=== cas_stream_player ===
[src/rtl/cas_pkg.sv]
// Shared definitions for the cassette stream player: mode encoding, fetch FSM
// states and default FSK/PCM timing in CPU Q-clock ticks.
package cas_pkg;

  localparam logic CAS_MODE_FSK = 1'b0;
  localparam logic CAS_MODE_PCM = 1'b1;

  localparam int unsigned CAS_HALF0     = 372;
  localparam int unsigned CAS_HALF1     = 186;
  localparam int unsigned CAS_PCM_TICKS = 81;

  typedef enum logic [1:0] {
    FetchIdle,
    FetchReq,
    FetchDrop
  } fetch_state_e;

endpackage

[src/rtl/cas_fifo.sv]
// Byte-wide prefetch FIFO with first-word-fall-through read and a synchronous
// flush that empties it in one cycle.
module cas_fifo #(
  parameter int unsigned FIFO_AW = 2
) (
  input  logic       clk,
  input  logic       rst_n,
  input  logic       flush,
  input  logic       wr,
  input  logic [7:0] din,
  input  logic       rd,
  output logic [7:0] dout,
  output logic       full,
  output logic       empty
);

  localparam int unsigned Depth = 1 << FIFO_AW;
  localparam logic [FIFO_AW:0] PtrOne = {{FIFO_AW{1'b0}}, 1'b1};

  logic [7:0]       mem_q [Depth];
  logic [FIFO_AW:0] wptr_q, wptr_d;
  logic [FIFO_AW:0] rptr_q, rptr_d;
  logic             wr_en, rd_en;

  // Extra pointer MSB distinguishes full from empty when the indices match.
  assign empty = (wptr_q == rptr_q);
  assign full  = (wptr_q[FIFO_AW] != rptr_q[FIFO_AW]) &&
                 (wptr_q[FIFO_AW-1:0] == rptr_q[FIFO_AW-1:0]);
  assign wr_en = wr && !full;
  assign rd_en = rd && !empty;
  assign dout  = mem_q[rptr_q[FIFO_AW-1:0]];

  always_comb begin
    wptr_d = wptr_q;
    rptr_d = rptr_q;
    if (flush) begin
      wptr_d = '0;
      rptr_d = '0;
    end else begin
      if (wr_en) wptr_d = wptr_q + PtrOne;
      if (rd_en) rptr_d = rptr_q + PtrOne;
    end
  end

  always_ff @(posedge clk or negedge rst_n) begin
    if (!rst_n) begin
      wptr_q <= '0;
      rptr_q <= '0;
    end else begin
      wptr_q <= wptr_d;
      rptr_q <= rptr_d;
    end
  end

  always_ff @(posedge clk) begin
    if (wr_en && !flush) mem_q[wptr_q[FIFO_AW-1:0]] <= din;
  end

endmodule

[src/rtl/cas_stream_player.sv]
// Cassette playback engine: prefetches tape bytes from image memory and plays
// them out as CoCo FSK or raw 8-bit PCM, paced by the CPU Q-clock enable.
module cas_stream_player
  import cas_pkg::*;
#(
  parameter int unsigned AW        = 16,
  parameter int unsigned FIFO_AW   = 2,
  parameter int unsigned HALF0     = CAS_HALF0,
  parameter int unsigned HALF1     = CAS_HALF1,
  parameter int unsigned PCM_TICKS = CAS_PCM_TICKS,
  parameter int unsigned CW        = 10
) (
  input  logic          CLK,
  input  logic          RESET_N,
  input  logic          q_tick,
  input  logic          en,
  input  logic          rewind,
  input  logic          mode,
  input  logic [AW:0]   tape_len,
  output logic [AW-1:0] mem_addr,
  output logic          mem_rd,
  input  logic          mem_ack,
  input  logic [7:0]    mem_data,
  output logic          data,
  output logic [7:0]    sample,
  output logic          eot,
  output logic          underrun,
  output logic [AW:0]   pos
);

  localparam logic [AW:0]   PosOne  = {{AW{1'b0}}, 1'b1};
  localparam logic [CW-1:0] TickOne = {{(CW-1){1'b0}}, 1'b1};

  fetch_state_e state_q, state_d;
  logic [AW:0]  addr_q, addr_d;
  logic [AW:0]  len_q, len_d;
  logic [AW:0]  pos_q, pos_d;
  logic [CW-1:0] tick_q, tick_d;
  logic [7:0]   shreg_q, shreg_d;
  logic [2:0]   bit_q, bit_d;
  logic         low_q, low_d;
  logic         active_q, active_d;
  logic         pcm_q, pcm_d;
  logic         data_q, data_d;
  logic [7:0]   sample_q, sample_d;
  logic         eot_q, eot_d;
  logic         underrun_q, underrun_d;

  logic         fifo_wr, fifo_rd, fifo_full, fifo_empty;
  logic [7:0]   fifo_dout;
  logic [CW-1:0] limit;
  logic         tick_end, byte_end;

  cas_fifo #(
    .FIFO_AW(FIFO_AW)
  ) u_fifo (
    .clk  (CLK),
    .rst_n(RESET_N),
    .flush(rewind),
    .wr   (fifo_wr),
    .din  (mem_data),
    .rd   (fifo_rd),
    .dout (fifo_dout),
    .full (fifo_full),
    .empty(fifo_empty)
  );

  assign mem_rd   = (state_q != FetchIdle);
  assign mem_addr = addr_q[AW-1:0];
  assign data     = data_q;
  assign sample   = sample_q;
  assign eot      = eot_q;
  assign underrun = underrun_q;
  assign pos      = pos_q;

  // Fetch FSM: an ack always returns to idle, so requests never chain back to back.
  always_comb begin
    state_d = state_q;
    addr_d  = addr_q;
    fifo_wr = 1'b0;
    if (rewind) addr_d = '0;
    unique case (state_q)
      FetchIdle: begin
        if (!rewind && !fifo_full && (addr_q < len_q)) state_d = FetchReq;
      end
      FetchReq: begin
        if (rewind) begin
          state_d = mem_ack ? FetchIdle : FetchDrop;
        end else if (mem_ack) begin
          fifo_wr = 1'b1;
          addr_d  = addr_q + PosOne;
          state_d = FetchIdle;
        end
      end
      FetchDrop: begin
        if (mem_ack) state_d = FetchIdle;
      end
      default: state_d = FetchIdle;
    endcase
  end

  // Half-cycle length follows the bit being sent; PCM uses one fixed sample period.
  assign limit    = pcm_q ? CW'(PCM_TICKS) : (shreg_q[0] ? CW'(HALF1) : CW'(HALF0));
  assign tick_end = (tick_q == limit - TickOne);
  assign byte_end = pcm_q || (low_q && (bit_q == 3'd7));

  always_comb begin
    len_d      = len_q;
    pos_d      = pos_q;
    tick_d     = tick_q;
    shreg_d    = shreg_q;
    bit_d      = bit_q;
    low_d      = low_q;
    active_d   = active_q;
    pcm_d      = pcm_q;
    data_d     = data_q;
    sample_d   = sample_q;
    eot_d      = eot_q;
    underrun_d = underrun_q;
    fifo_rd    = 1'b0;
    if (rewind) begin
      len_d      = tape_len;
      pos_d      = '0;
      tick_d     = '0;
      shreg_d    = '0;
      bit_d      = '0;
      low_d      = 1'b0;
      active_d   = 1'b0;
      pcm_d      = 1'b0;
      data_d     = 1'b0;
      sample_d   = '0;
      eot_d      = 1'b0;
      underrun_d = 1'b0;
    end else if (q_tick && en && !eot_q) begin
      if (active_q && !tick_end) begin
        tick_d = tick_q + TickOne;
      end else if (active_q && !byte_end) begin
        tick_d = '0;
        if (!low_q) begin
          low_d  = 1'b1;
          data_d = 1'b0;
        end else begin
          low_d   = 1'b0;
          bit_d   = bit_q + 3'd1;
          shreg_d = {1'b0, shreg_q[7:1]};
          data_d  = 1'b1;
        end
      end else if (pos_q >= len_q) begin
        eot_d    = 1'b1;
        data_d   = 1'b0;
        active_d = 1'b0;
      end else if (fifo_empty) begin
        // Stall without advancing; the next tick retries the pop.
        underrun_d = 1'b1;
        data_d     = 1'b0;
        active_d   = 1'b0;
      end else begin
        fifo_rd  = 1'b1;
        pos_d    = pos_q + PosOne;
        shreg_d  = fifo_dout;
        bit_d    = '0;
        low_d    = 1'b0;
        tick_d   = '0;
        active_d = 1'b1;
        pcm_d    = (mode == CAS_MODE_PCM);
        if (mode == CAS_MODE_PCM) begin
          sample_d = fifo_dout;
          data_d   = fifo_dout[7];
        end else begin
          data_d = 1'b1;
        end
      end
    end
  end

  always_ff @(posedge CLK or negedge RESET_N) begin
    if (!RESET_N) begin
      state_q    <= FetchIdle;
      addr_q     <= '0;
      len_q      <= '0;
      pos_q      <= '0;
      tick_q     <= '0;
      shreg_q    <= '0;
      bit_q      <= '0;
      low_q      <= 1'b0;
      active_q   <= 1'b0;
      pcm_q      <= 1'b0;
      data_q     <= 1'b0;
      sample_q   <= '0;
      eot_q      <= 1'b0;
      underrun_q <= 1'b0;
    end else begin
      state_q    <= state_d;
      addr_q     <= addr_d;
      len_q      <= len_d;
      pos_q      <= pos_d;
      tick_q     <= tick_d;
      shreg_q    <= shreg_d;
      bit_q      <= bit_d;
      low_q      <= low_d;
      active_q   <= active_d;
      pcm_q      <= pcm_d;
      data_q     <= data_d;
      sample_q   <= sample_d;
      eot_q      <= eot_d;
      underrun_q <= underrun_d;
    end
  end

endmodule

[config.mk]
export PLATFORM = sky130hd
export DESIGN_NAME = cas_stream_player
export DESIGN_NICKNAME = d
export VERILOG_FILES = /design/src/rtl/cas_pkg.sv /design/src/rtl/cas_fifo.sv /design/src/rtl/cas_stream_player.sv
export SDC_FILE = /design/constraint.sdc
export NUM_CORES = 1
export LEC_CHECK = 0
export CAP_MARGIN = 20
export CORE_MARGIN = 2
export CORE_UTILIZATION = 45
export CTS_BUF_LIST = sky130_fd_sc_hd__clkbuf_8 sky130_fd_sc_hd__clkbuf_16
export DETAILED_ROUTE_END_ITERATION = 12
export PLACE_DENSITY = 0.75
export SLEW_MARGIN = 30
export SYNTH_ARGS = -nofsm -noshare
export SYNTH_HDL_FRONTEND = slang
export SYNTH_HIERARCHICAL = 1
export SYNTH_SLANG_ARGS = --single-unit
[constraint.sdc]
create_clock -name CLK -period 5.2 [get_ports CLK]
set_clock_uncertainty 0.05 [all_clocks]
set_input_delay 1.04 -clock CLK [delete_from_list [all_inputs] [get_ports CLK]]
set_output_delay 1.04 -clock CLK [all_outputs]
set_load 0.02 [all_outputs]
cas_stream_player/met1.png
Supply wires on this layer in gray.
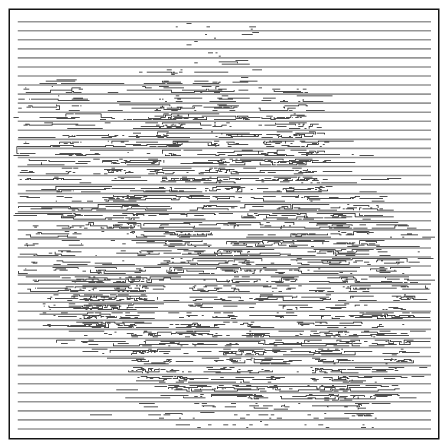
share of all routed wire: 44%
longest straight run: 35.9 um
main direction: horizontal
grt met1 use: 26.3%
via count: 5272
total wire length: 16000 um

==> results.yml <==
# synthesis and place-and-route metrics
min_path:
  min_path_cells: 1
timing:
  fin_crit_ps: 3650
  tns_ps: 0
  rsz0062_at_grt: "false"
  tightest_slew_ps: 862
  timing.fmax_mhz: 274
  slew_viol_final: 0
logic_synthesis:
  syn-cell-area_um2: 6990
  synth-edff-count: 32
  top_cell_area_share_pct: 33.6
  mux_share_pct: 3.35
  synthAoiAreaFrac_pct: 12.8
  async_flop_share_pct: 74.6
  synth.largest_area_cell: "dfrtp_1"
grt:
  track_usage_pct: 20.5
  grt_pass1_wl_um: 26500
status:
  status: "completed"
critical_path:
  path_cells: "xnor2_1 > nand2_1 > nor2_1 > a21o_1 > o31a_1 > nor3_2 > mux2_2"
  critPathBufInv: 0
  cp_max_fo: 17
finish:
  logic_area_um2: 3320
  nClkBuffers: 17
  sh_comb_area_pct: 39.7
  final_area_um2: 8370
  clock_area_share_pct: 7.12
  dominant_cells: "combinational gates"
  diodes: 0
cts:
  cts_num_sinks: 126
  numCtsBuffers: 17
  max-clock-path-buffers: 2
  path_clk_slew_ps: 60
route:
  met2_length_um: 7930
  drt_iter0_markers: 431
place:
  place_congestion: 0.828
cas_stream_player/met2.png
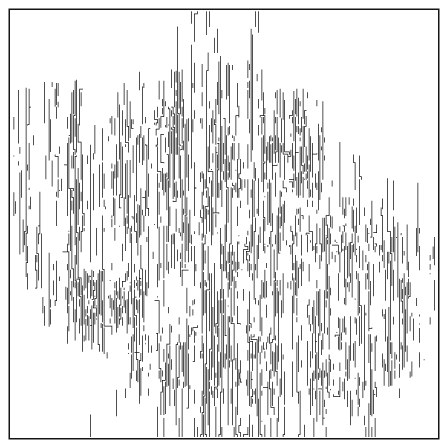
wire length on this layer: 7930 um
share of all routed wire: 50%
nets with wire on the layer: 684
main direction: vertical
longest straight run: 43.1 um
met2 usage: 34.1%

-- flip-flops by register name, summed over array words and instances, names as in the netlist --
signal,flops
pos,17
low_q,1
state_q,2
u_fifo/wptr_q,3
underrun,1
bit_q,3
sample,8
u_fifo/mem_q,32
pcm_q,1
tick_q,10
addr_q,17
shreg_q,8
active_q,1
len_q,17
eot,1
data,1
u_fifo/rptr_q,3

=== wb_regfile ===
--- config.mk ---
export PLATFORM = sky130hd
export DESIGN_NAME = wb_regfile
export DESIGN_NICKNAME = d
export VERILOG_FILES = /design/src/rtl/wb_regfile.sv
export SDC_FILE = /design/constraint.sdc
export NUM_CORES = 2
export LEC_CHECK = 0
export ABC_CLOCK_PERIOD_IN_PS = 3300
export CAP_MARGIN = 10
export CORE_ASPECT_RATIO = 2
export CORE_UTILIZATION = 45
export CTS_CLUSTER_DIAMETER = 100
export CTS_CLUSTER_SIZE = 8
export DETAILED_ROUTE_END_ITERATION = 8
export PLACE_DENSITY = 0.7
export SLEW_MARGIN = 0
export SYNTH_ARGS = -nofsm -noshare
export SYNTH_HDL_FRONTEND = slang
export SYNTH_SLANG_ARGS = --single-unit
--- constraint.sdc ---
create_clock -name clk -period 3.3 [get_ports clk]
set_clock_uncertainty 0.05 [all_clocks]
set_input_delay 0.33 -clock clk [delete_from_list [all_inputs] [get_ports clk]]
set_output_delay 0.33 -clock clk [all_outputs]
set_load 0.02 [all_outputs]
--- src/rtl/wb_regfile.sv ---
// Write-back stage and 32x32 architectural register file with two bypassed
// combinational read ports, a registered WB dest/value for forwarding and a retired counter.
module wb_regfile #(
   parameter logic [3:0] OP_LW = 4'b1000,
   parameter logic [3:0] OP_SW = 4'b1001,
   parameter logic [3:0] OP_BR = 4'b1010
) (
   input  logic        clk,
   input  logic        reset,
   input  logic        hold,
   input  logic [73:0] MAResult,
   input  logic [4:0]  rs_addr,
   input  logic [4:0]  rt_addr,
   output logic [31:0] rs_data,
   output logic [31:0] rt_data,
   output logic [4:0]  WBDest,
   output logic [31:0] WBValue,
   output logic [31:0] retired
);

   logic        maValid;
   logic [3:0]  maOpcode;
   logic [4:0]  maDest;
   logic [31:0] aluAnswer;
   logic [31:0] memAnswer;

   logic        accept;
   logic        writeEn;
   logic [31:0] writeData;

   logic [31:0] regFile [32];

   assign maValid   = MAResult[73];
   assign maOpcode  = MAResult[72:69];
   assign maDest    = MAResult[68:64];
   assign aluAnswer = MAResult[63:32];
   assign memAnswer = MAResult[31:0];

   assign accept    = !reset && !hold;
   assign writeData = (maOpcode == OP_LW) ? memAnswer : aluAnswer;
   assign writeEn   = accept && maValid && (maDest != 5'd0) &&
                      (maOpcode != OP_SW) && (maOpcode != OP_BR);

   // NOTE: every register is cleared on reset, so this array maps to flops rather than a RAM macro.
   always_ff @(posedge clk) begin
      if (reset) begin
         for (int i = 0; i < 32; i++) regFile[i] <= '0;
      end else if (writeEn) begin
         // NOTE: non-blocking so decode reads in the same cycle see the old array (bypass covers it).
         regFile[maDest] <= writeData;
      end
   end

   always_ff @(posedge clk) begin
      if (reset) begin
         WBDest  <= '0;
         WBValue <= '0;
         retired <= '0;
      end else if (accept) begin
         WBDest  <= writeEn ? maDest : 5'd0;
         WBValue <= writeEn ? writeData : 32'd0;
         if (maValid) retired <= retired + 32'd1;
      end
   end

   // Register 0 reads zero regardless of array contents or an in-flight write.
   always_comb begin
      rs_data = '0;
      if (rs_addr != 5'd0) rs_data = (writeEn && maDest == rs_addr) ? writeData : regFile[rs_addr];
   end

   always_comb begin
      rt_data = '0;
      if (rt_addr != 5'd0) rt_data = (writeEn && maDest == rt_addr) ? writeData : regFile[rt_addr];
   end

endmodule

==> results.yml <==
# synthesis and place-and-route metrics
cts:
  cts_num_sinks: 1093
  clock.latency.late_pin_ps: 770
  max-clock-path-buffers: 3
  post-cts-setup-buffers: 5
  numCtsBuffers: 154
  path_clk_slew_ps: 50
  htree_levels: 4
  cts_hold_buf: 1
critical_path:
  path_cells: "clkdlybuf4s50_1 > buf_4 > xor2_1 > nor3_1 > nand4_1 > clkbuf_8 > mux2i_1 > clkdlybuf4s50_1"
  reg2regPathDepth: 5
  reg2reg_from: "retired[19]"
  cp-start-kind: "primary input"
  slowest_stage: "clkdlybuf4s50_1"
  crit_top_cell: "clkdlybuf4s50_1"
  worstPathRequired_ps: 2920
  crit_end: "rt_data[8]"
  crit_cells: 8
  arrival_ps: 3010
timing:
  tns_ps: -233
  finalCritPeriodShare_pct: 103
  rsz0062_at_grt: "true"
  setup_viol: 4
  worst_slack_ps: -92.7
  fin_crit_ps: 3390
finish:
  n_all_inverters: 4
  sh_comb_area_pct: 32.6
  diodes: 3
  final_layout_size_suffix_gt1_share_pct: 29.4
  buffers_excl_clock: 664
  seq_area_share_pct: 47.5
  logic_area_um2: 22000
  fillers: 9547
  buf_share_pct: 10.5
  nets: 4602
  clock_area_share_pct: 6.47
logic_synthesis:
  synth.largest_area_cell: "edfxtp_1"
  top_cells_by_count: "nor2_1, edfxtp_1, mux4_2"
  async_flop_share_pct: 0
  synth-edff-count: 1024
  yosys-stat-cells: 4088
  syn_inst: 4088
  ys_seq_share_pct: 58.5
  syn-cell-area_um2: 54900
min_path:
  hp-class: "primary input to flop"
  min_path_cells: 3
  min-delay-start: "reset"
  hold_path_end: "retired[30]"
route:
  top_layer_used: "met5"
  met2_length_um: 101000
  vias_per_cell: 6.86
  wl_met1_um: 63400
  drtPass1Iterations: 6
  wl_per_cell_um: 34.5
  ant_nets: 0
grt:
  grt-ovfl-total: 0
  grt_max_degree: 104
pwr:
  powerDensity_nw_per_um2: 533
  power.leakage_uw: 0.0238
place:
  place_area_um2: 62900
  numPortBuffers: 219
floorplan:
  tap_cells: 1555
  fp.coreArea_um2: 121000
  dieWidth_um: 249
  ioPinCount: 220
status:
  status: "finished, violations left"
  violations: "setup timing"
logic make-up after synthesis:
family	share of synthesized area [%]
flip-flops	58.5
multiplexers	21.0
XOR/XNOR	0.622
buffers and inverters	3.35
other	0.00683
AND-OR/OR-AND	4.51
adder cells (fa/ha/maj)	0.0228
AND/OR/NAND/NOR	12.0
state kept, by name, indices dropped and copies added (netlist names):
name,count
WBDest,5
WBValue,32
regFile,1024
retired,32
power by group:
part	total [uW]	switching [uW]	internal (uW)	leakage [uW]
logic	4970	2820	2150	0.0114
clock network	14800	5960	8880	0.00211
registers	16300	378	15900	0.0103
wb_regfile/met1.png
Supply wires on this layer in gray.
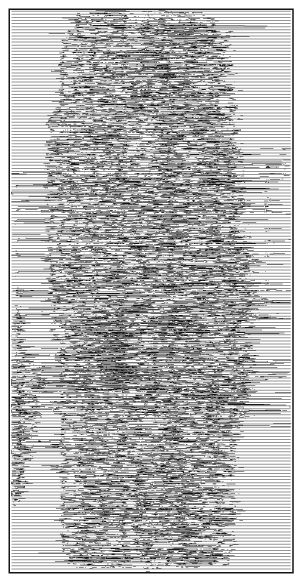
share of all routed wire: 30%
nets with wire on the layer: 4396
main direction: horizontal
wire length on this layer: 63.4 mm
grt met1 use: 37.5%
total wire length: 212000 um

wb_regfile/met2.png
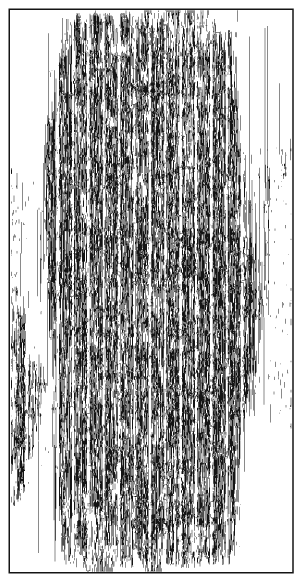
nets with wire on the layer: 4100
share of all routed wire: 48%
main direction: vertical
via count: 42200
met2 usage: 56.1%

wb_regfile/met3.png
The bar under the picture is 50 um long.
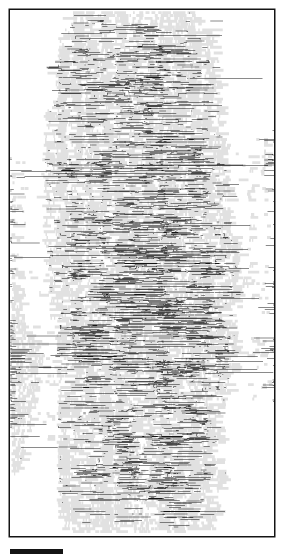
longest straight run: 144 um
share of all routed wire: 13%
main direction: horizontal
wire length on this layer: 27.5 mm
met3 Track Usage GR: 9.13%


=== fsk_240314 ===
fsk_240314/met1.png
Supply wires on this layer in gray.
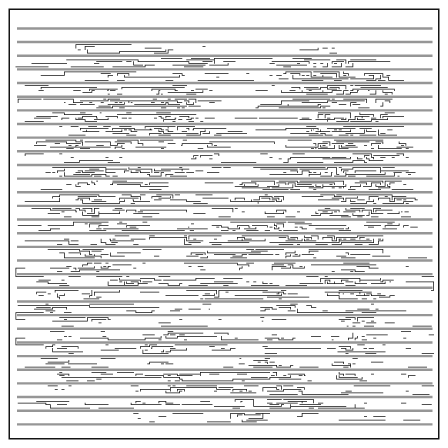
--- src/rtl/fsk_240314.sv ---
// Free-running continuous-phase binary FSK generator: a PRBS7 bit stream picks
// one of two DDS tuning words, and the phase accumulator drives a quarter-wave sine LUT.
module fsk_240314 #(
    parameter logic [31:0] FTW0       = 32'd85899346,
    parameter logic [31:0] FTW1       = 32'd171798692,
    parameter int          BIT_CYCLES = 200,
    parameter logic [6:0]  PRBS_SEED  = 7'h7F
) (
    input  logic       sys_clk,
    input  logic       sys_rst_n,
    output logic [7:0] fsk_out,
    output logic       data_bit,
    output logic       bit_strobe
);

    localparam int                CNT_W = (BIT_CYCLES > 2) ? $clog2(BIT_CYCLES) : 1;
    localparam logic [CNT_W-1:0] LAST  = CNT_W'(BIT_CYCLES - 1);

    logic [CNT_W-1:0] bitCnt_q, bitCnt_d;
    logic [6:0]       lfsr_q, lfsr_d;
    logic [31:0]      phaseAcc_q, phaseAcc_d;
    logic [7:0]       fsk_q, fsk_d;

    logic       lastCycle;
    logic [7:0] lutAddr;
    logic [6:0] lutLower;
    logic [6:0] lutIdx;
    logic [6:0] lutMag;

    // Q[k] = round(127*sin(2*pi*k/256)), k = 0..64
    function automatic logic [6:0] quarterSine(input logic [6:0] k);
        logic [6:0] q;
        case (k)
            7'd0:  q = 7'd0;   7'd1:  q = 7'd3;   7'd2:  q = 7'd6;   7'd3:  q = 7'd9;
            7'd4:  q = 7'd12;  7'd5:  q = 7'd16;  7'd6:  q = 7'd19;  7'd7:  q = 7'd22;
            7'd8:  q = 7'd25;  7'd9:  q = 7'd28;  7'd10: q = 7'd31;  7'd11: q = 7'd34;
            7'd12: q = 7'd37;  7'd13: q = 7'd40;  7'd14: q = 7'd43;  7'd15: q = 7'd46;
            7'd16: q = 7'd49;  7'd17: q = 7'd51;  7'd18: q = 7'd54;  7'd19: q = 7'd57;
            7'd20: q = 7'd60;  7'd21: q = 7'd63;  7'd22: q = 7'd65;  7'd23: q = 7'd68;
            7'd24: q = 7'd71;  7'd25: q = 7'd73;  7'd26: q = 7'd76;  7'd27: q = 7'd78;
            7'd28: q = 7'd81;  7'd29: q = 7'd83;  7'd30: q = 7'd85;  7'd31: q = 7'd88;
            7'd32: q = 7'd90;  7'd33: q = 7'd92;  7'd34: q = 7'd94;  7'd35: q = 7'd96;
            7'd36: q = 7'd98;  7'd37: q = 7'd100; 7'd38: q = 7'd102; 7'd39: q = 7'd104;
            7'd40: q = 7'd106; 7'd41: q = 7'd107; 7'd42: q = 7'd109; 7'd43: q = 7'd111;
            7'd44: q = 7'd112; 7'd45: q = 7'd113; 7'd46: q = 7'd115; 7'd47: q = 7'd116;
            7'd48: q = 7'd117; 7'd49: q = 7'd118; 7'd50: q = 7'd120; 7'd51: q = 7'd121;
            7'd52: q = 7'd122; 7'd53: q = 7'd122; 7'd54: q = 7'd123; 7'd55: q = 7'd124;
            7'd56: q = 7'd125; 7'd57: q = 7'd125; 7'd58: q = 7'd126; 7'd59: q = 7'd126;
            7'd60: q = 7'd126; 7'd61: q = 7'd127; 7'd62: q = 7'd127; 7'd63: q = 7'd127;
            default: q = 7'd127;
        endcase
        return q;
    endfunction

    assign lastCycle  = (bitCnt_q == LAST);
    assign bit_strobe = lastCycle;
    assign data_bit   = lfsr_q[6];
    assign fsk_out    = fsk_q;

    // Fold the 8-bit phase into the first quadrant; the upper half negates the magnitude.
    always_comb begin
        lutAddr  = phaseAcc_q[31:24];
        lutLower = lutAddr[6:0];
        lutIdx   = (lutLower > 7'd64) ? (7'd0 - lutLower) : lutLower;
        lutMag   = quarterSine(lutIdx);
        fsk_d    = lutAddr[7] ? (8'd128 - {1'b0, lutMag}) : (8'd128 + {1'b0, lutMag});
    end

    always_comb begin
        bitCnt_d   = lastCycle ? '0 : bitCnt_q + 1'b1;
        lfsr_d     = lastCycle ? {lfsr_q[5:0], lfsr_q[6] ^ lfsr_q[5]} : lfsr_q;
        phaseAcc_d = phaseAcc_q + (data_bit ? FTW1 : FTW0);
    end

    // The accumulator is never cleared between bits, so the phase stays continuous.
    always_ff @(posedge sys_clk or negedge sys_rst_n) begin
        if (!sys_rst_n) begin
            bitCnt_q   <= '0;
            lfsr_q     <= PRBS_SEED;
            phaseAcc_q <= 32'd0;
            fsk_q      <= 8'd128;
        end else begin
            bitCnt_q   <= bitCnt_d;
            lfsr_q     <= lfsr_d;
            phaseAcc_q <= phaseAcc_d;
            fsk_q      <= fsk_d;
        end
    end

endmodule

--- config.mk ---
export PLATFORM = sky130hd
export DESIGN_NAME = fsk_240314
export DESIGN_NICKNAME = d
export VERILOG_FILES = /design/src/rtl/fsk_240314.sv
export SDC_FILE = /design/constraint.sdc
export NUM_CORES = 1
export LEC_CHECK = 0
export ABC_AREA = 1
export CORE_UTILIZATION = 57
export CTS_CLUSTER_DIAMETER = 120
export DETAILED_ROUTE_END_ITERATION = 8
export PLACE_DENSITY = 0.75
export SLEW_MARGIN = 15
export SYNTH_ARGS = -nofsm -noshare
export SYNTH_HDL_FRONTEND = slang
export SYNTH_SLANG_ARGS = --single-unit
--- constraint.sdc ---
create_clock -name sys_clk -period 6.8 [get_ports sys_clk]
set_input_delay 1.7 -clock sys_clk [delete_from_list [all_inputs] [get_ports sys_clk]]
set_output_delay 1.7 -clock sys_clk [all_outputs]
set_load 0.01 [all_outputs]
==> results.yml <==
# synthesis and place-and-route metrics
timing:
  fin_crit_ps: 3720
  setup_viol: 0
  slew_viol_final: 0
critical_path:
  cp-start-kind: "flop"
  crit_type: "flop to output pin"
  crit_path_end_kind: "output pin"
  worstPathRequired_ps: 5100
  crit_path_start: "bitCnt_q[0]"
finish:
  final_area_um2: 4190
  final_util_pct: 64.2
  seq_area_share_pct: 32.5
route:
  wl_met1_um: 3580
  drt_iter0_markers: 132
  wl_met3_um: 300
cts:
  htree_levels: 2
  cts_resized: 0
  post-cts-setup-buffers: 0
logic_synthesis:
  synth_cell_types: 40
  top_cells_by_count: "nand2_1, inv_1, dfrtp_1"
pwr:
  powerDensity_nw_per_um2: 132
status:
  status: "completed"
min_path:
  min-delay-start: "bitCnt_q[0]"
About fsk_240314/met1.png:
wire length on this layer: 3580 um
main direction: horizontal
nets with wire on the layer: 539
share of all routed wire: 46%
grt met1 use: 28.4%
via count: 3377
total wire length: 7750 um

-- kinds of logic (layout without fill, tap and decap cells) --
| group | after synthesis | in the layout | synth area share (%) |
|---|---|---|---|
| buffers and inverters | 73 | 84 | 8.45 |
| xor gates and xnor gates | 30 | 30 | 6.65 |
| DFF | 54 | 54 | 34.4 |
| adders and majority gates | 28 | 28 | 9.05 |
| and+or+nand+nor | 288 | 288 | 31.8 |
| AOI/OAI and AO/OA | 66 | 66 | 9.56 |
-- power breakdown --
group          switching, uW  internal (uW)
Clock                    105            120
Combinational           5.87          0.576
Sequential                 0            321
Total                    110            442

=== fm_mem_ctrl ===
fm_mem_ctrl/met1.png
Supply wires on this layer in gray.
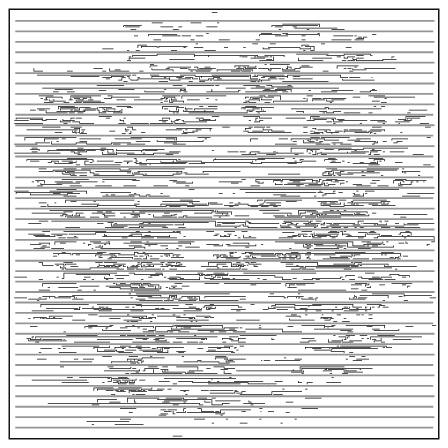
fm_mem_ctrl/met2.png
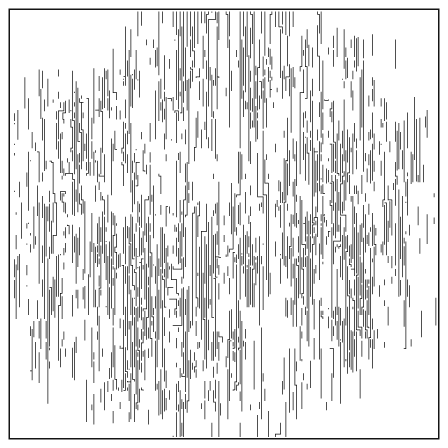
--- src/rtl/fm_pkg.sv ---
// Shared encodings for the feature-map memory sequencer: scheduler commands,
// FSM states and default geometry of the 144b x 8192 DRM.
package fm_pkg;
    localparam int FM_DEPTH_DEFAULT = 13;
    localparam int LEN_WIDTH_DEFAULT = 14;

    localparam logic [2:0] FM_CMD_IDLE  = 3'd0;
    localparam logic [2:0] FM_CMD_LOAD  = 3'd1;
    localparam logic [2:0] FM_CMD_CONV  = 3'd2;
    localparam logic [2:0] FM_CMD_STORE = 3'd3;

    typedef enum logic [2:0] {
        S_IDLE,
        S_LOAD,
        S_CONV,
        S_STORE,
        S_DONE
    } fm_state_e;
endpackage

--- src/rtl/fm_mem_ctrl_counter.sv ---
// Base-loaded address/transfer counter with a length limit; one instance
// per DRM port. Address wraps naturally at 2^AW.
module fm_addr_counter #(
    parameter int AW = 13,
    parameter int LW = 14
) (
    input  logic          clk_i,
    input  logic          rst_i,
    input  logic          load_i,
    input  logic          clear_i,
    input  logic          fire_i,
    input  logic [AW-1:0] base_i,
    input  logic [LW-1:0] len_i,
    output logic [AW-1:0] addr_o,
    output logic          avail_o,
    output logic          done_nx_o
);
    logic [AW-1:0] addr_q, addr_d;
    logic [LW-1:0] cnt_q, cnt_d, len_q, len_d;

    always_comb begin
        addr_d = addr_q;
        cnt_d  = cnt_q;
        len_d  = len_q;
        if (load_i) begin
            addr_d = base_i;
            cnt_d  = '0;
            len_d  = len_i;
        end else if (clear_i) begin
            cnt_d = '0;
        end else if (fire_i) begin
            addr_d = addr_q + 1'b1;
            cnt_d  = cnt_q + 1'b1;
        end
    end

    always_ff @(posedge clk_i or posedge rst_i) begin
        if (rst_i) begin
            addr_q <= '0;
            cnt_q  <= '0;
            len_q  <= '0;
        end else begin
            addr_q <= addr_d;
            cnt_q  <= cnt_d;
            len_q  <= len_d;
        end
    end

    assign addr_o  = addr_q;
    assign avail_o = cnt_q < len_q;
    // Look-ahead: count will have reached the length after this edge.
    assign done_nx_o = (cnt_q + LW'(fire_i)) >= len_q;
endmodule

--- src/rtl/fm_mem_ctrl.sv ---
// Feature-map DRM sequencer: turns scheduler commands into write/read
// addresses, DDR/conv write-mux select, read-valid strobes and a done pulse.
module fm_mem_ctrl
    import fm_pkg::*;
#(
    parameter int FM_MEM_DEPTH = FM_DEPTH_DEFAULT,
    parameter int LEN_WIDTH    = LEN_WIDTH_DEFAULT
) (
    input  logic                    calc_clk,
    input  logic                    rst,
    input  logic [2:0]              current_state,
    input  logic [FM_MEM_DEPTH-1:0] cfg_wr_base,
    input  logic [FM_MEM_DEPTH-1:0] cfg_rd_base,
    input  logic [LEN_WIDTH-1:0]    cfg_wr_len,
    input  logic [LEN_WIDTH-1:0]    cfg_rd_len,
    input  logic                    ddr_wr_valid,
    input  logic                    conv_wr_valid,
    input  logic                    conv_rd_req,
    input  logic                    store_ready,
    output logic                    wr_en,
    output logic [FM_MEM_DEPTH-1:0] wr_addr,
    output logic [FM_MEM_DEPTH-1:0] rd_addr,
    output logic                    fm_ddr_wr,
    output logic                    rd_valid,
    output logic                    state_rst,
    output logic                    busy
);
    fm_state_e state_q, state_d;
    logic rd_vld_q, state_rst_q, state_rst_d;
    logic cmd_act, start_done, phase_done, ld, clr;
    logic wr_fire, rd_fire, wr_avail, rd_avail, wr_done_nx, rd_done_nx;

    // Codes 4-7 behave exactly like IDLE.
    assign cmd_act = (current_state == FM_CMD_LOAD) || (current_state == FM_CMD_CONV) ||
                     (current_state == FM_CMD_STORE);

    assign wr_fire = wr_avail && (((state_q == S_LOAD) && ddr_wr_valid) ||
                                  ((state_q == S_CONV) && conv_wr_valid));
    assign rd_fire = rd_avail && (((state_q == S_CONV) && conv_rd_req) ||
                                  ((state_q == S_STORE) && store_ready));

    always_comb begin
        start_done = 1'b0;
        case (current_state)
            FM_CMD_LOAD:  start_done = (cfg_wr_len == '0);
            FM_CMD_CONV:  start_done = (cfg_wr_len == '0) && (cfg_rd_len == '0);
            FM_CMD_STORE: start_done = (cfg_rd_len == '0);
            default:      start_done = 1'b0;
        endcase
    end

    always_comb begin
        state_d    = state_q;
        ld         = 1'b0;
        clr        = 1'b0;
        phase_done = 1'b0;
        case (state_q)
            S_IDLE: begin
                if (cmd_act) begin
                    ld = 1'b1;
                    if (start_done)                         state_d = S_DONE;
                    else if (current_state == FM_CMD_LOAD)  state_d = S_LOAD;
                    else if (current_state == FM_CMD_CONV)  state_d = S_CONV;
                    else                                    state_d = S_STORE;
                end
            end
            S_LOAD, S_CONV, S_STORE: begin
                // Read side is finished only once no read issues this cycle,
                // so the last rd_valid has drained when DONE is entered.
                if (state_q == S_LOAD)      phase_done = wr_done_nx;
                else if (state_q == S_CONV) phase_done = wr_done_nx && rd_done_nx && !rd_fire;
                else                        phase_done = rd_done_nx && !rd_fire;
                if (!cmd_act) begin
                    state_d = S_IDLE;
                    clr     = 1'b1;
                end else if (phase_done) begin
                    state_d = S_DONE;
                end
            end
            S_DONE:  if (!cmd_act) state_d = S_IDLE;
            default: state_d = S_IDLE;
        endcase
        state_rst_d = (state_d == S_DONE) && (state_q != S_DONE);
    end

    always_ff @(posedge calc_clk or posedge rst) begin
        if (rst) begin
            state_q     <= S_IDLE;
            rd_vld_q    <= 1'b0;
            state_rst_q <= 1'b0;
        end else begin
            state_q     <= state_d;
            rd_vld_q    <= rd_fire;
            state_rst_q <= state_rst_d;
        end
    end

    fm_addr_counter #(.AW(FM_MEM_DEPTH), .LW(LEN_WIDTH)) u_wr_cnt (
        .clk_i(calc_clk), .rst_i(rst), .load_i(ld), .clear_i(clr), .fire_i(wr_fire),
        .base_i(cfg_wr_base), .len_i(cfg_wr_len),
        .addr_o(wr_addr), .avail_o(wr_avail), .done_nx_o(wr_done_nx)
    );

    fm_addr_counter #(.AW(FM_MEM_DEPTH), .LW(LEN_WIDTH)) u_rd_cnt (
        .clk_i(calc_clk), .rst_i(rst), .load_i(ld), .clear_i(clr), .fire_i(rd_fire),
        .base_i(cfg_rd_base), .len_i(cfg_rd_len),
        .addr_o(rd_addr), .avail_o(rd_avail), .done_nx_o(rd_done_nx)
    );

    assign wr_en     = wr_fire;
    assign fm_ddr_wr = (state_q == S_LOAD);
    assign rd_valid  = rd_vld_q;
    assign state_rst = state_rst_q;
    assign busy      = (state_q == S_LOAD) || (state_q == S_CONV) || (state_q == S_STORE);
endmodule

--- config.mk ---
export PLATFORM = sky130hd
export DESIGN_NAME = fm_mem_ctrl
export DESIGN_NICKNAME = d
export VERILOG_FILES = /design/src/rtl/fm_pkg.sv /design/src/rtl/fm_mem_ctrl_counter.sv /design/src/rtl/fm_mem_ctrl.sv
export SDC_FILE = /design/constraint.sdc
export NUM_CORES = 1
export LEC_CHECK = 0
export CAP_MARGIN = 5
export CORE_UTILIZATION = 50
export CTS_CLUSTER_SIZE = 24
export DETAILED_ROUTE_END_ITERATION = 8
export PLACE_DENSITY = 0.75
export SYNTH_ARGS = -nofsm -noshare
export SYNTH_HDL_FRONTEND = slang
export SYNTH_HIERARCHICAL = 1
export SYNTH_SLANG_ARGS = --single-unit
--- constraint.sdc ---
create_clock -name calc_clk -period 7.13 [get_ports calc_clk]
set_input_delay 1.426 -clock calc_clk [delete_from_list [all_inputs] [get_ports calc_clk]]
set_output_delay 1.426 -clock calc_clk [all_outputs]
set_load 0.005 [all_outputs]
==> results.yml <==
# synthesis and place-and-route metrics
critical_path:
  rr_endpoint: "state_rst"
  reg2reg_from: "u_rd_cnt/cnt_q[2]"
  crit_end: "state_rst"
  crit_path_end_kind: "flop"
  arrival_ps: 5530
  crit_path_start: "u_rd_cnt/cnt_q[2]"
  cp-start-kind: "flop"
  crit_type: "flop to flop"
  slowest_stage: "nor2_1"
logic_synthesis:
  yosys_warnings: 6
  async_flop_share_pct: 100
  topCombFamilyByArea: "simple AND/OR/NAND/NOR gates"
  syn-cell-area_um2: 6010
  ys_sh_simple_pct: 21.7
  ys.flops: 87
  synthAoiAreaFrac_pct: 12.9
  ff_type: "dfrtp_1"
  adder_share_pct: 12.9
  yosys-stat-cells: 676
cts:
  htree_levels: 3
  post-cts-setup-buffers: 0
  cts_hold_buf: 0
  numCtsBuffers: 9
finish:
  n_all_inverters: 41
  buf_share_pct: 13.3
  sh_comb_area_pct: 48.2
  final_util_pct: 62.8
  final_cell_count_no_fill: 900
timing:
  max_slew_margin_pct: 45.9
  hold_viol: 0
  tightest_slew_ps: 808
  rsz0062_at_grt: "false"
  tns_ps: 0
floorplan:
  fp_util_pct: 52.0
  rows: 39
run:
  drv.max_cap_violation_count: 0
  warning_count: 26
place:
  numPlacedInstances: 887
  place_congestion: 0.908
pwr:
  powerDensity_nw_per_um2: 238
min_path:
  min-delay-start: "u_rd_cnt/len_q[2]"
grt:
  track_usage_pct: 25.3
  antenna_found_initial: 1
  grt_max_degree: 44
status:
  violations: "DRC"
  status: "finished, violations left"
route:
  drcViolationCount: 2
About fm_mem_ctrl/met1.png:
share of all routed wire: 43%
main direction: horizontal
grt met1 use: 31.4%
via count: 5137
total wire length: 14900 um

About fm_mem_ctrl/met2.png:
wire length on this layer: 7390 um
main direction: vertical
nets with wire on the layer: 746
longest straight run: 37.7 um
share of all routed wire: 50%
met2 usage: 42.9%

## routing by layer
| metal | part of all wire, % | up-vias |
|---|---|---|
| met1 | 43 | 2445 |
| met5 | 0 | - |
| met2 | 50 | 146 |
| met4 | 2.3 | 0 |
| met3 | 5.4 | 31 |
| li1 | - | 2515 |
## critical path, delay by kind of cell, from the launching register on
family / cells / cell delay [ps]
flops: 1 / 470
fa+ha+maj: 3 / 940
xor+xnor: 1 / 110
compound gates: 9 / 1660
simple gates: 8 / 1990
## where the power goes
group / switching (uW) / internal (uW)
clock network: 186 / 285
registers: 92.8 / 594
logic: 296 / 276

=== uart_rx_byte ===
$ cat src/rtl/uart_pkg.sv
// -----------------------------------------------------------------------------
// uart_pkg
// Shared definitions for the UART byte transmitter and receiver on one link.
//   - Baud_sel codes and the matching bit-period end values for a 50 MHz clock
//     (bit period = BAUD_END + 1 cycles).
//   - Receiver FSM state encoding.
//   - Helpers: Baud_sel -> BAUD_END lookup, 2-of-3 majority vote.
// No ports (package).
// -----------------------------------------------------------------------------
package uart_pkg;

  // Baud_sel codes; 5..7 are unused and fall back to 9600.
  localparam logic [2:0] BAUD_SEL_9600   = 3'd0;
  localparam logic [2:0] BAUD_SEL_19200  = 3'd1;
  localparam logic [2:0] BAUD_SEL_38400  = 3'd2;
  localparam logic [2:0] BAUD_SEL_57600  = 3'd3;
  localparam logic [2:0] BAUD_SEL_115200 = 3'd4;

  // Last count value of one bit period at 50 MHz.
  localparam logic [15:0] BAUD_END_9600   = 16'd5207;
  localparam logic [15:0] BAUD_END_19200  = 16'd2603;
  localparam logic [15:0] BAUD_END_38400  = 16'd1301;
  localparam logic [15:0] BAUD_END_57600  = 16'd867;
  localparam logic [15:0] BAUD_END_115200 = 16'd433;

  typedef enum logic [2:0] {
    ST_IDLE  = 3'd0,
    ST_START = 3'd1,
    ST_DATA  = 3'd2,
    ST_STOP  = 3'd3,
    ST_BREAK = 3'd4
  } uart_state_e;

  function automatic logic [15:0] baud_end_f(input logic [2:0] sel);
    logic [15:0] r;
    case (sel)
      BAUD_SEL_9600:   r = BAUD_END_9600;
      BAUD_SEL_19200:  r = BAUD_END_19200;
      BAUD_SEL_38400:  r = BAUD_END_38400;
      BAUD_SEL_57600:  r = BAUD_END_57600;
      BAUD_SEL_115200: r = BAUD_END_115200;
      default:         r = BAUD_END_9600;
    endcase
    return r;
  endfunction

  function automatic logic maj3_f(input logic a, input logic b, input logic c);
    return (a & b) | (a & c) | (b & c);
  endfunction

endpackage

$ cat src/rtl/uart_sync.sv
// -----------------------------------------------------------------------------
// uart_sync
// SYNC_STAGES-deep synchronizer for an asynchronous serial line plus a
// falling-edge detector on the synchronized value. Flops reset to 1 (idle
// line level) so leaving reset never looks like a start edge.
// SYNC_STAGES must be at least 2.
// Ports:
//   clk_i    system clock
//   rst_i    synchronous active-high reset
//   rx_i     asynchronous serial input
//   rx_s_o   synchronized line value
//   fall_o   1 for one cycle when rx_s_o goes 1 -> 0
// -----------------------------------------------------------------------------
module uart_sync #(
  parameter int SYNC_STAGES = 2
) (
  input  logic clk_i,
  input  logic rst_i,
  input  logic rx_i,
  output logic rx_s_o,
  output logic fall_o
);

  logic [SYNC_STAGES-1:0] sync_q;
  logic                   prev_q;

  always_ff @(posedge clk_i) begin
    if (rst_i) begin
      sync_q <= '1;
      prev_q <= 1'b1;
    end else begin
      sync_q <= {sync_q[SYNC_STAGES-2:0], rx_i};
      prev_q <= sync_q[SYNC_STAGES-1];
    end
  end

  assign rx_s_o = sync_q[SYNC_STAGES-1];
  assign fall_o = prev_q & ~sync_q[SYNC_STAGES-1];

endmodule

$ cat src/rtl/uart_rx_byte.sv
// -----------------------------------------------------------------------------
// uart_rx_byte
// 8N1 UART byte receiver (LSB first, idle-high line), 50 MHz clock.
// A synchronized falling edge starts a frame; the start bit is re-checked at
// mid-bit to reject glitches, then data and stop bits are sampled one full bit
// period apart. A good stop bit publishes the byte with a one-cycle Rx_done; a
// low stop bit gives a one-cycle Frame_err and the receiver waits for the line
// to return high before re-arming.
//
// Optional build macro UART_RX_MAJORITY_EN: every sample is the 2-of-3
// majority of rx_s at center-1/center/center+1, decided at center+1 (all
// later timing moves one cycle later). Undefined: single sample at center.
//
// Ports:
//   Clk         system clock (50 MHz)
//   Rst         synchronous active-high reset
//   Baud_sel    0:9600 1:19200 2:38400 3:57600 4:115200, 5-7 -> 9600;
//               latched at the start edge of each frame
//   Uart_rx     asynchronous serial input
//   Data_byte   last correctly received byte, held until the next good frame
//   Rx_done     one-cycle pulse, Data_byte valid in the same cycle
//   Frame_err   one-cycle pulse when the stop bit samples low
//   Uart_state  1 while a frame is in progress (START..STOP)
// -----------------------------------------------------------------------------
module uart_rx_byte
  import uart_pkg::*;
#(
  parameter int SYNC_STAGES = 2,
  parameter int BIT_CNT_W   = 13
) (
  input  logic       Clk,
  input  logic       Rst,
  input  logic [2:0] Baud_sel,
  input  logic       Uart_rx,
  output logic [7:0] Data_byte,
  output logic       Rx_done,
  output logic       Frame_err,
  output logic       Uart_state
);

`ifdef UART_RX_MAJORITY_EN
  localparam int SAMPLE_OFF = 1;
`else
  localparam int SAMPLE_OFF = 0;
`endif

  logic rx_s;
  logic rx_fall;

  uart_sync #(.SYNC_STAGES(SYNC_STAGES)) u_sync (
    .clk_i  (Clk),
    .rst_i  (Rst),
    .rx_i   (Uart_rx),
    .rx_s_o (rx_s),
    .fall_o (rx_fall)
  );

  uart_state_e          state_q, state_d;
  logic [BIT_CNT_W-1:0] cnt_q, cnt_d;
  logic [BIT_CNT_W-1:0] baud_end_q, baud_end_d;
  logic [2:0]           bit_idx_q, bit_idx_d;
  logic [7:0]           shift_q, shift_d;
  logic [7:0]           data_q, data_d;
  logic                 done_q, done_d;
  logic                 ferr_q, ferr_d;
  logic                 busy_q, busy_d;

  logic                 sample_bit;
  logic [BIT_CNT_W-1:0] start_pt;

`ifdef UART_RX_MAJORITY_EN
  // Two-deep history of rx_s; at decision time rx_s is the center+1 sample,
  // hist_q[0] the center sample and hist_q[1] the center-1 sample.
  logic [1:0] hist_q;

  always_ff @(posedge Clk) begin
    if (Rst) hist_q <= 2'b11;
    else     hist_q <= {hist_q[0], rx_s};
  end

  assign sample_bit = maj3_f(rx_s, hist_q[0], hist_q[1]);
`else
  assign sample_bit = rx_s;
`endif

  // Start-bit decision point; data/stop decisions follow at whole periods.
  assign start_pt = (baud_end_q >> 1) + BIT_CNT_W'(SAMPLE_OFF);

  always_comb begin
    state_d    = state_q;
    cnt_d      = cnt_q;
    baud_end_d = baud_end_q;
    bit_idx_d  = bit_idx_q;
    shift_d    = shift_q;
    data_d     = data_q;
    done_d     = 1'b0;
    ferr_d     = 1'b0;

    case (state_q)
      ST_IDLE: begin
        cnt_d = '0;
        if (rx_fall) begin
          state_d    = ST_START;
          baud_end_d = BIT_CNT_W'(baud_end_f(Baud_sel));
        end
      end

      ST_START: begin
        cnt_d = cnt_q + BIT_CNT_W'(1);
        if (cnt_q == start_pt) begin
          if (sample_bit) begin
            // Line back high at mid start bit: noise, drop silently.
            state_d = ST_IDLE;
            cnt_d   = '0;
          end else begin
            state_d   = ST_DATA;
            cnt_d     = '0;
            bit_idx_d = 3'd0;
          end
        end
      end

      ST_DATA: begin
        if (cnt_q == baud_end_q) begin
          cnt_d              = '0;
          shift_d[bit_idx_q] = sample_bit;
          if (bit_idx_q == 3'd7) state_d = ST_STOP;
          else                   bit_idx_d = bit_idx_q + 3'd1;
        end else begin
          cnt_d = cnt_q + BIT_CNT_W'(1);
        end
      end

      ST_STOP: begin
        if (cnt_q == baud_end_q) begin
          cnt_d = '0;
          if (sample_bit) begin
            // Back to IDLE at stop-bit center so a following start edge
            // half a bit later is still caught.
            data_d  = shift_q;
            done_d  = 1'b1;
            state_d = ST_IDLE;
          end else begin
            ferr_d  = 1'b1;
            state_d = ST_BREAK;
          end
        end else begin
          cnt_d = cnt_q + BIT_CNT_W'(1);
        end
      end

      ST_BREAK: begin
        // Line held low after a framing error: wait for idle before re-arming.
        cnt_d = '0;
        if (rx_s) state_d = ST_IDLE;
      end

      default: begin
        state_d = ST_IDLE;
        cnt_d   = '0;
      end
    endcase

    busy_d = (state_d == ST_START) || (state_d == ST_DATA) || (state_d == ST_STOP);
  end

  always_ff @(posedge Clk) begin
    if (Rst) begin
      state_q    <= ST_IDLE;
      cnt_q      <= '0;
      baud_end_q <= '0;
      bit_idx_q  <= '0;
      shift_q    <= '0;
      data_q     <= '0;
      done_q     <= 1'b0;
      ferr_q     <= 1'b0;
      busy_q     <= 1'b0;
    end else begin
      state_q    <= state_d;
      cnt_q      <= cnt_d;
      baud_end_q <= baud_end_d;
      bit_idx_q  <= bit_idx_d;
      shift_q    <= shift_d;
      data_q     <= data_d;
      done_q     <= done_d;
      ferr_q     <= ferr_d;
      busy_q     <= busy_d;
    end
  end

  assign Data_byte  = data_q;
  assign Rx_done    = done_q;
  assign Frame_err  = ferr_q;
  assign Uart_state = busy_q;

endmodule

$ cat config.mk
export PLATFORM = sky130hd
export DESIGN_NAME = uart_rx_byte
export DESIGN_NICKNAME = d
export VERILOG_FILES = /design/src/rtl/uart_pkg.sv /design/src/rtl/uart_sync.sv /design/src/rtl/uart_rx_byte.sv
export SDC_FILE = /design/constraint.sdc
export NUM_CORES = 1
export LEC_CHECK = 0
export ABC_AREA = 1
export CORE_UTILIZATION = 61
export DETAILED_ROUTE_END_ITERATION = 8
export GPL_TIMING_DRIVEN = 0
export PLACE_DENSITY_LB_ADDON = 0.12
export SLEW_MARGIN = 10
export SYNTH_ARGS = -nofsm -noshare
export SYNTH_HDL_FRONTEND = slang
export SYNTH_SLANG_ARGS = --single-unit
$ cat constraint.sdc
create_clock -name Clk -period 4.5 [get_ports Clk]
set_input_delay 0.9 -clock Clk [delete_from_list [all_inputs] [get_ports Clk]]
set_output_delay 0.9 -clock Clk [all_outputs]
set_load 0.02 [all_outputs]
uart_rx_byte/met1.png
Supply wires on this layer in gray.
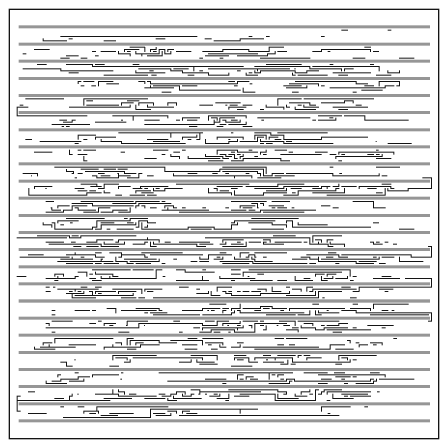
share of all routed wire: 50%
main direction: horizontal
wire length on this layer: 2780 um
nets with wire on the layer: 384
longest straight run: 26.2 um
via count: 2392
grt met1 use: 38.2%
total wire length: 5570 um

uart_rx_byte/met2.png
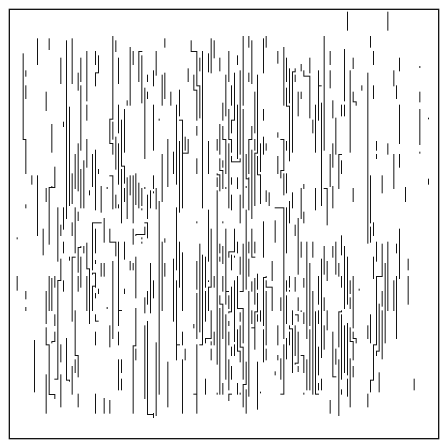
share of all routed wire: 43%
wire length on this layer: 2380 um
met2 usage: 38.6%

-- state kept, by name (all words and copies together), names as in the netlist --
name / count
cnt_q: 13
baud_end_q: 11
Data_byte: 8
shift_q: 8
bit_idx_q: 3
state_q: 3
u_sync.sync_q: 2
Frame_err: 1
Rx_done: 1
Uart_state: 1
u_sync.prev_q: 1
-- layer usage --
metal	global-route usage [%]	wire (um)
met1	38.2	2780
met2	38.6	2380
met3	5.33	327
met4	8.59	85
met5	0	0
==> results.yml <==
# synthesis and place-and-route metrics
pwr:
  irDropWorstVdd_mv: 0.182
  power.group.top: "registers"
  power.leakage_uw: 0.00118
finish:
  seq_area_share_pct: 34.8
  diodes: 0
  n_all_inverters: 45
  nMultiInputCombCells: 272
  layout.cells.most_common: "nand2_1"
  final_util_pct: 73.2
  nets: 411
logic_synthesis:
  ff_type: "dfxtp_1"
  yosysChipArea_um2: 2660
  yosys_warnings: 0
  synth_cell_types: 32
  synth-edff-count: 0
place:
  numPlacedInstances: 445
  place_area_um2: 2880
floorplan:
  fp.coreArea_um2: 4090
  die_y_um: 68.0
  fp_util_pct: 65.0
timing:
  fin_hold_ws_ps: 427
  hold_viol: 0
cts:
  cts_root_buf: "clkbuf_8"
  path_clk_slew_ps: 100
  numCtsBuffers: 5
critical_path:
  cp_max_fo: 10
  cp-start-kind: "primary input"
  rr_endpoint: "cnt_q[11]"
  crit_type: "primary input to flop"
  crit_cells: 4
status:
  status: "completed"
grt:
  grt-ovfl-total: 0
  grt_pass1_wl_um: 9090
min_path:
  min_path_cells: 1


==> screenshots <==
Metal 4.
Supply wires on this layer in gray.
(a)
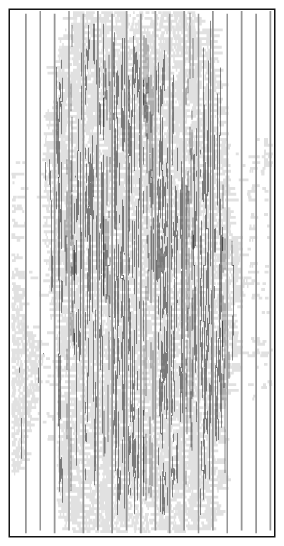
(b)
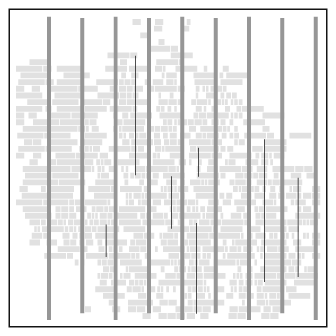
(c)
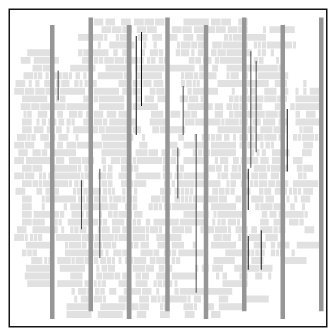
- (b) = cas_stream_player
- (a) = wb_regfile
- (c) = fm_mem_ctrl

Key to (b):
wire length on this layer: 229 um
nets with wire on the layer: 4


==> gallery <==
Clock nets.
picture 1
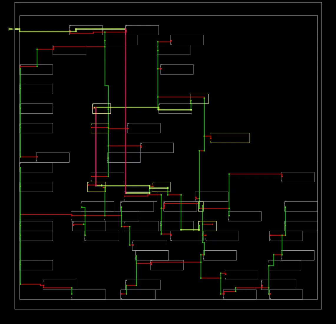
picture 2
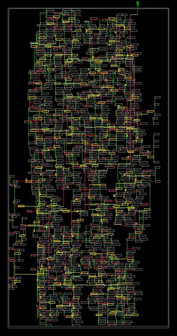
picture 3
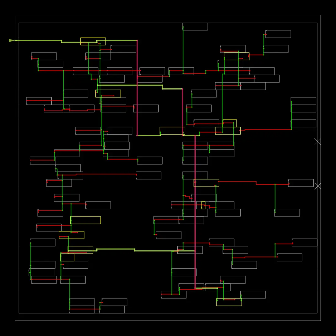
picture 4
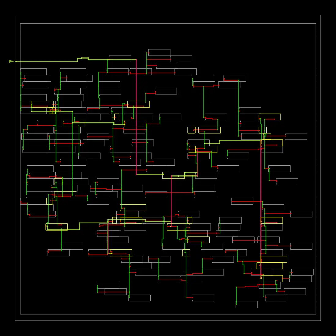
picture 5
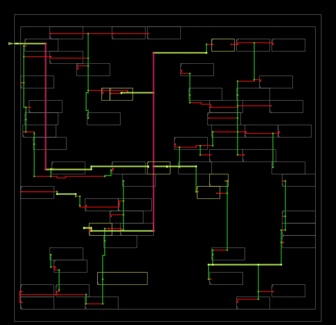
picture 3 -> fm_mem_ctrl
picture 5 -> uart_rx_byte
picture 1 -> fsk_240314
picture 2 -> wb_regfile
picture 4 -> cas_stream_player
- most clock buffers: picture 2

Power and IR drop assume default switching activity.
